# ---- block 1 ----
==> src/rtl/pattern_det_ctrl.sv <==
// Run controller for the serial pattern detector: it holds a configurable pattern and length,
// and counts non-overlapping matches over a frame of N bits. Optional macro FIRST_MATCH_STOP_EN
// ends the run on the first match.
module pattern_det_ctrl #(
  parameter int PAT_W = 8,
  parameter int CNT_W = 8,
  parameter int LEN_W = $clog2(PAT_W + 1)
) (
  input  logic             clk,
  input  logic             rst,
  input  logic             cfg_we,
  input  logic [PAT_W-1:0] cfg_pattern,
  input  logic [LEN_W-1:0] cfg_len,
  input  logic             start,
  input  logic [CNT_W-1:0] frame_len,
  input  logic             bit_valid,
  input  logic             bit_in,
  output logic             bit_ready,
  output logic             busy,
  output logic             match_pulse,
  output logic [CNT_W-1:0] match_count,
  output logic             done
);

  typedef enum logic [1:0] {
    IDLE = 2'd0,
    LOAD = 2'd1,
    RUN  = 2'd2,
    DONE = 2'd3
  } state_t;

  state_t           state_r;
  logic [PAT_W-1:0] pattern_r;
  logic [LEN_W-1:0] len_r;
  logic [PAT_W-2:0] hist_r;
  logic [LEN_W-1:0] fill_r;
  logic [CNT_W-1:0] remaining_r;
  logic [CNT_W-1:0] match_count_r;
  logic             match_pulse_r;
  logic             done_r;
  logic             busy_r;
  logic             bit_ready_r;

  logic             accept_s;
  logic [PAT_W-1:0] hist_nxt_s;
  logic [PAT_W-1:0] mask_s;
  logic [LEN_W-1:0] fill_inc_s;
  logic             match_s;
  logic             stop_s;

  assign accept_s   = bit_valid & bit_ready_r;
  // The full window is the stored history plus the bit being accepted this cycle.
  assign hist_nxt_s = {hist_r, bit_in};

  // Saturating fill increment and the length mask used for the pattern compare
  always_comb begin
    mask_s = {PAT_W{1'b0}};
    for (int i = 0; i < PAT_W; i++) begin
      mask_s[i] = (LEN_W'(i) < len_r);
    end
    if (fill_r == LEN_W'(PAT_W)) begin
      fill_inc_s = fill_r;
    end else begin
      fill_inc_s = fill_r + LEN_W'(1);
    end
    match_s = (fill_inc_s >= len_r) &&
              (((hist_nxt_s ^ pattern_r) & mask_s) == {PAT_W{1'b0}});
  end

`ifdef FIRST_MATCH_STOP_EN
  assign stop_s = match_s;
`else
  assign stop_s = 1'b0;
`endif

  // Run-control FSM with configuration, history, counters and registered outputs
  always_ff @(posedge clk) begin
    if (rst) begin
      state_r       <= IDLE;
      pattern_r     <= PAT_W'(3'b101);
      len_r         <= LEN_W'(3);
      hist_r        <= {(PAT_W-1){1'b0}};
      fill_r        <= {LEN_W{1'b0}};
      remaining_r   <= {CNT_W{1'b0}};
      match_count_r <= {CNT_W{1'b0}};
      match_pulse_r <= 1'b0;
      done_r        <= 1'b0;
      busy_r        <= 1'b0;
      bit_ready_r   <= 1'b0;
    end else begin
      match_pulse_r <= 1'b0;
      done_r        <= 1'b0;
      case (state_r)
        IDLE: begin
          if (cfg_we) begin
            pattern_r <= cfg_pattern;
            if (cfg_len == {LEN_W{1'b0}} || cfg_len > LEN_W'(PAT_W)) begin
              len_r <= LEN_W'(PAT_W);
            end else begin
              len_r <= cfg_len;
            end
          end
          if (start) begin
            remaining_r <= frame_len;
            if (frame_len != {CNT_W{1'b0}}) begin
              state_r <= LOAD;
              busy_r  <= 1'b1;
            end else begin
              state_r       <= DONE;
              done_r        <= 1'b1;
              match_count_r <= {CNT_W{1'b0}};
            end
          end
        end
        LOAD: begin
          hist_r        <= {(PAT_W-1){1'b0}};
          fill_r        <= {LEN_W{1'b0}};
          match_count_r <= {CNT_W{1'b0}};
          state_r       <= RUN;
          bit_ready_r   <= 1'b1;
        end
        RUN: begin
          if (accept_s) begin
            hist_r      <= hist_nxt_s[PAT_W-2:0];
            remaining_r <= remaining_r - CNT_W'(1);
            if (match_s) begin
              // Restarting the fill count keeps matched bits from being reused.
              fill_r        <= {LEN_W{1'b0}};
              match_pulse_r <= 1'b1;
              if (match_count_r != {CNT_W{1'b1}}) begin
                match_count_r <= match_count_r + CNT_W'(1);
              end
            end else begin
              fill_r <= fill_inc_s;
            end
            if (remaining_r == CNT_W'(1) || stop_s) begin
              state_r     <= DONE;
              done_r      <= 1'b1;
              busy_r      <= 1'b0;
              bit_ready_r <= 1'b0;
            end
          end
        end
        DONE: begin
          state_r <= IDLE;
        end
        default: begin
          state_r     <= IDLE;
          busy_r      <= 1'b0;
          bit_ready_r <= 1'b0;
        end
      endcase
    end
  end

  assign bit_ready   = bit_ready_r;
  assign busy        = busy_r;
  assign match_pulse = match_pulse_r;
  assign match_count = match_count_r;
  assign done        = done_r;

endmodule

==> config.mk <==
export PLATFORM = sky130hd
export DESIGN_NAME = pattern_det_ctrl
export DESIGN_NICKNAME = d
export VERILOG_FILES = /design/src/rtl/pattern_det_ctrl.sv
export SDC_FILE = /design/constraint.sdc
export NUM_CORES = 1
export LEC_CHECK = 0
export CAP_MARGIN = 20
export CORE_ASPECT_RATIO = 0.6
export CORE_MARGIN = 2
export CORE_UTILIZATION = 58
export DETAILED_ROUTE_END_ITERATION = 6
export MAX_ROUTING_LAYER = met4
export PLACE_DENSITY = 0.82
export SYNTH_ARGS = -nofsm -noshare
export SYNTH_HDL_FRONTEND = slang
export SYNTH_SLANG_ARGS = --single-unit
==> constraint.sdc <==
create_clock -name clk -period 7.23 [get_ports clk]
set_input_delay 1.446 -clock clk [delete_from_list [all_inputs] [get_ports clk]]
set_output_delay 1.446 -clock clk [all_outputs]
set_load 0.005 [all_outputs]
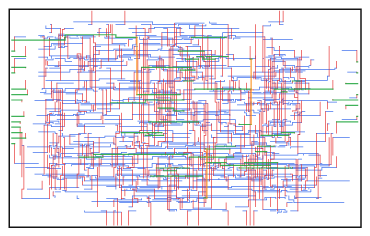
Figure 1: block 1, signal wires by layer.
Drawn at 4 px/µm.
legend:
  red:
    layer: M2
    wire_length: 2190 µm
  orange:
    layer: M4
    wire_length: 42.8 µm
  green:
    layer: M3
    wire_length: 363 µm
  blue:
    layer: M1
    wire_length: 2930 µm
overall routed net length: 5533 µm
vias post-DR: 2284

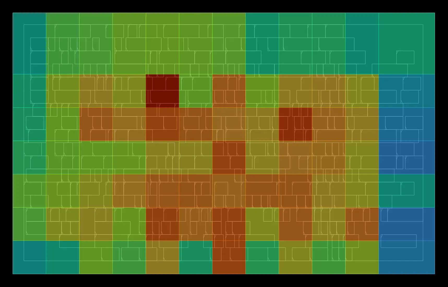
Figure 2: block 1, routing congestion map.
global route hottest layer: met1
GR Layer Usage met1: 0.3905
met3 Resource Use GR: 0.05061
GRT Total Usage: 0.2607
M2 GR Usage: 0.3636

==> flow_summary.json <==
{
  "gp_congestion": 0.9229,
  "io-pin-count": 38,
  "instances_no_fill": 377,
  "clk-power_mw": 0.167,
  "flop_cell": "dfxtp_1",
  "fin_nets": 365,
  "drt-met1-wl_um": 2934,
  "warnings": 31,
  "largest_area_cell": "dfxtp_1",
  "first_pass_iters": 7,
  "critical_path_required_ns": 7.47,
  "timing.rr.start": "fill_r[0]",
  "clock_latency_ns": 0.29,
  "synthAoiAreaFrac": 0.2205,
  "cts_buffers": 5,
  "tightest_slew_ns": 0.8056,
  "switchingPower_mw": 0.3680,
  "placedCellCount": 369,
  "common_cells": "dfxtp_1, nand2_1, nor2_1, a21oi_1",
  "status": "completed",
  "arrival_ns": 3.53,
  "drive_above_1_share": 0.05199,
  "core_mm2": 0.004054,
  "synth.area.top_cells": "dfxtp_1, ha_1, nand2_1",
  "logic_area_mm2": 0.001415,
  "p_total_mw": 0.9002,
  "yosys-stat-area_mm2": 0.002429,
  "ys_sh_simple": 0.2473
}
-- state kept, by name, summed over array words and instances, names as in the netlist, 2 cells and up --
register / count
match_count: 8
state_r: 2
remaining_r: 8
pattern_r: 8
hist_r: 7
len_r: 4
fill_r: 4
-- critical path: stages --
cell and delay, ns:
clkdlybuf4s50_1 0.43, nor4_2 0.42, a21boi_1 0.15, nor4b_2 0.36
nand2_1 0.13, or4_1 0.52, nand3_1 0.09

# ---- block 2 ----
Figure 3. Signal wires by layer (block 2).
Drawn at 1 px/µm.
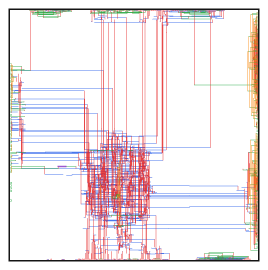
Figure 4. Signal metal coverage by tile (block 2).
Drawn at 1.5 px/µm. The die is cut into 25 by 25 equal tiles; dark purple is low, yellow is high, scaled to the fullest tile. Values are wire area over tile area, all layers added.
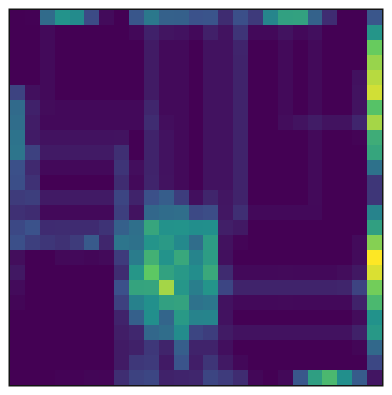
$ cat src/rtl/execute_feedback_merge.sv
// execute_feedback_merge: routes the per-unit execute feedback channels into one ordered pack,
// with a popcount of enabled channels and a sticky duplicate-phy_id monitor. Optional macro
// EXECUTE_FEEDBACK_OUTPUT_REG_EN registers the pack and count for one cycle of latency.
package execute_feedback_pkg;
  localparam int PHY_REG_ID_WIDTH = 6;
  localparam int ALU_UNIT_NUM     = 2;
  localparam int BRU_UNIT_NUM     = 1;
  localparam int CSR_UNIT_NUM     = 1;
  localparam int DIV_UNIT_NUM     = 1;
  localparam int LSU_UNIT_NUM     = 1;
  localparam int MUL_UNIT_NUM     = 2;
  localparam int EXECUTE_FEEDBACK_CHANNEL_NUM = ALU_UNIT_NUM + BRU_UNIT_NUM + CSR_UNIT_NUM +
                                                DIV_UNIT_NUM + LSU_UNIT_NUM + MUL_UNIT_NUM;
  localparam int FEEDBACK_COUNT_WIDTH = 4;

  typedef struct packed {
    logic                        enable;
    logic [PHY_REG_ID_WIDTH-1:0] phy_id;
    logic [31:0]                 value;
  } execute_feedback_channel_t;

  typedef struct packed {
    execute_feedback_channel_t [EXECUTE_FEEDBACK_CHANNEL_NUM-1:0] channel;
  } execute_feedback_pack_t;
endpackage

module execute_feedback_merge
  import execute_feedback_pkg::*;
(
  input  logic                                         clk,
  input  logic                                         rst_n,
  input  execute_feedback_channel_t [ALU_UNIT_NUM-1:0] alu_execute_channel_feedback_pack,
  input  execute_feedback_channel_t [BRU_UNIT_NUM-1:0] bru_execute_channel_feedback_pack,
  input  execute_feedback_channel_t [CSR_UNIT_NUM-1:0] csr_execute_channel_feedback_pack,
  input  execute_feedback_channel_t [DIV_UNIT_NUM-1:0] div_execute_channel_feedback_pack,
  input  execute_feedback_channel_t [LSU_UNIT_NUM-1:0] lsu_execute_channel_feedback_pack,
  input  execute_feedback_channel_t [MUL_UNIT_NUM-1:0] mul_execute_channel_feedback_pack,
  output execute_feedback_pack_t                       execute_feedback_pack,
  output logic [FEEDBACK_COUNT_WIDTH-1:0]              feedback_valid_count,
  output logic                                         dup_phy_id_err
);

  localparam int TOTAL    = EXECUTE_FEEDBACK_CHANNEL_NUM;
  localparam int BRU_BASE = ALU_UNIT_NUM;
  localparam int CSR_BASE = BRU_BASE + BRU_UNIT_NUM;
  localparam int DIV_BASE = CSR_BASE + CSR_UNIT_NUM;
  localparam int LSU_BASE = DIV_BASE + DIV_UNIT_NUM;
  localparam int MUL_BASE = LSU_BASE + LSU_UNIT_NUM;

  execute_feedback_pack_t            merged_pack;
  logic [FEEDBACK_COUNT_WIDTH-1:0]   merged_count;
  logic                              dup_hit;

  // Fixed channel order; disabled channels are copied verbatim so the pack is pure routing.
  always_comb begin
    merged_pack = '0;
    for (int i = 0; i < ALU_UNIT_NUM; i++) merged_pack.channel[i]          = alu_execute_channel_feedback_pack[i];
    for (int i = 0; i < BRU_UNIT_NUM; i++) merged_pack.channel[BRU_BASE+i] = bru_execute_channel_feedback_pack[i];
    for (int i = 0; i < CSR_UNIT_NUM; i++) merged_pack.channel[CSR_BASE+i] = csr_execute_channel_feedback_pack[i];
    for (int i = 0; i < DIV_UNIT_NUM; i++) merged_pack.channel[DIV_BASE+i] = div_execute_channel_feedback_pack[i];
    for (int i = 0; i < LSU_UNIT_NUM; i++) merged_pack.channel[LSU_BASE+i] = lsu_execute_channel_feedback_pack[i];
    for (int i = 0; i < MUL_UNIT_NUM; i++) merged_pack.channel[MUL_BASE+i] = mul_execute_channel_feedback_pack[i];
  end

  // NOTE: every always_comb output gets a default before the loop so no path can infer a latch.
  always_comb begin
    merged_count = '0;
    for (int i = 0; i < TOTAL; i++)
      merged_count = merged_count + FEEDBACK_COUNT_WIDTH'(merged_pack.channel[i].enable);
  end

`ifdef EXECUTE_FEEDBACK_OUTPUT_REG_EN
  execute_feedback_pack_t          pack_q;
  logic [FEEDBACK_COUNT_WIDTH-1:0] count_q;

  always_ff @(posedge clk or negedge rst_n) begin
    if (!rst_n) begin
      pack_q  <= '0;
      count_q <= '0;
    end else begin
      pack_q  <= merged_pack;
      count_q <= merged_count;
    end
  end

  assign execute_feedback_pack = pack_q;
  assign feedback_valid_count  = count_q;
`else
  assign execute_feedback_pack = merged_pack;
  assign feedback_valid_count  = merged_count;
`endif

  // The monitor watches whatever the consumer sees, so in registered mode it lags one more cycle.
  always_comb begin
    dup_hit = 1'b0;
    for (int j = 0; j < TOTAL - 1; j++) begin
      for (int k = j + 1; k < TOTAL; k++) begin
        if (execute_feedback_pack.channel[j].enable && execute_feedback_pack.channel[k].enable &&
            (execute_feedback_pack.channel[j].phy_id == execute_feedback_pack.channel[k].phy_id))
          dup_hit = 1'b1;
      end
    end
  end

  // NOTE: sequential state uses non-blocking assignment so every flop samples pre-edge values.
  always_ff @(posedge clk or negedge rst_n) begin
    if (!rst_n)
      dup_phy_id_err <= 1'b0;
    else if (dup_hit)
      dup_phy_id_err <= 1'b1;
  end

endmodule

$ cat config.mk
export PLATFORM = sky130hd
export DESIGN_NAME = execute_feedback_merge
export DESIGN_NICKNAME = d
export VERILOG_FILES = /design/src/rtl/execute_feedback_merge.sv
export SDC_FILE = /design/constraint.sdc
export NUM_CORES = 1
export LEC_CHECK = 0
export CAP_MARGIN = 20
export CORE_AREA = 5 5 243 245
export CTS_CLUSTER_SIZE = 12
export DETAILED_ROUTE_END_ITERATION = 8
export DIE_AREA = 0 0 248 250
export PLACE_DENSITY = 0.35
export RECOVER_POWER = 50
export SYNTH_ARGS = -nofsm -noshare
export SYNTH_HDL_FRONTEND = slang
export SYNTH_SLANG_ARGS = --single-unit
export TNS_END_PERCENT = 10
$ cat constraint.sdc
create_clock -name clk -period 8.2 [get_ports clk]
set_clock_uncertainty 0.05 [all_clocks]
set_input_delay 1.64 -clock clk [delete_from_list [all_inputs] [get_ports clk]]
set_output_delay 1.64 -clock clk [all_outputs]
set_load 0.03 [all_outputs]
==> flow_summary.json <==
{
  "synth_top_area_share": 0.5216,
  "syn_to_final_growth_pct": -12.56,
  "layout_top_cell": "clkdlybuf4s50_1",
  "critPathMostFrequentCell": "fa_1",
  "largest_area_cell": "buf_4",
  "instances_no_fill": 1166,
  "r2r-end": "dup_phy_id_err",
  "fin_util": 0.07649,
  "largestRegisters": "dup_phy_id_err (1)",
  "core_mm2": 0.05692,
  "cp.buffers_inverters": 5,
  "rsz0062_at_grt": "no",
  "warnings": 30,
  "p_comb_frac": 0.981,
  "wl_met2_um": 10870,
  "slew_viol_final": 0,
  "grt_pass1_vias": 3344,
  "finalWorstSetupSlack_ns": 1.137,
  "nFillCells": 6732,
  "maxUsedRoutingLayer": "met5",
  "async_flop_share": 1.000,
  "comb_cells": 271,
  "netlist_area_mm2": 0.004980,
  "antenna_found_initial": 1,
  "min_to": "dup_phy_id_err",
  "cpPeakStageDelay_ns": 0.69,
  "status": "completed",
  "p_sw_frac": 0.5730,
  "diodes": 0,
  "pg_comb_mw": 0.287,
  "rows": 88,
  "fin_nets": 725,
  "timing.rr.start": "dup_phy_id_err",
  "hold_start": "dup_phy_id_err",
  "gp_congestion": 0.7418,
  "cellLeakagePower_nw": 1.149,
  "yosysWarnings": 0
}
About Figure 3:
legend:
  blue:
    layer: M1
    wire_length: 7800 µm
  green:
    layer: M3
    wire_length: 1960 µm
  orange:
    layer: M4
    wire_length: 1620 µm
  purple:
    layer: M5
    wire_length: 7.40 µm
  red:
    layer: M2
    wire_length: 10900 µm
GRT Total Usage: 0.06671
overall routed net length: 22250 µm
vias post-DR: 3002
WL/cell: 19.09 µm

About Figure 4:
tiles over half the peak: 7.2%
densest ninth of the die: south
mean over tiles: 0.061
nearly empty tiles: 38%

how the worst max path moves through the flow:
stage                                                from  slack [ns]                 endpoint  cells after the start
global route        alu_execute_channel_feedback_pack[77]         1.0  feedback_valid_count[2]                     11
CTS                 alu_execute_channel_feedback_pack[77]        1.08  feedback_valid_count[2]                     11
finish              alu_execute_channel_feedback_pack[77]        1.14  feedback_valid_count[2]                     11
global placement    alu_execute_channel_feedback_pack[77]        1.15  feedback_valid_count[2]                     11
detailed placement  alu_execute_channel_feedback_pack[77]        1.09  feedback_valid_count[2]                     11
floorplan           alu_execute_channel_feedback_pack[38]        2.20  feedback_valid_count[2]                      9


==> gallery <==
M3 wires.
(a)
Drawn at 1 px/µm. Cells faint in the background.
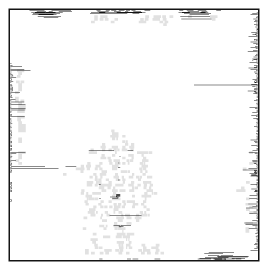
(b)
Drawn at 4 px/µm. Cells faint in the background.
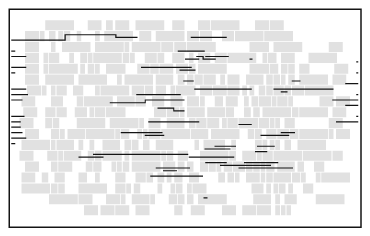
(a) comes from block 2.
(b) comes from block 1.
- largest die: (a)

Key to (b):
wire length on this layer: 363 µm
main direction: horizontal
longest straight run: 23.5 µm
share of all routed wire: 6.6%
nets with wire on the layer: 50

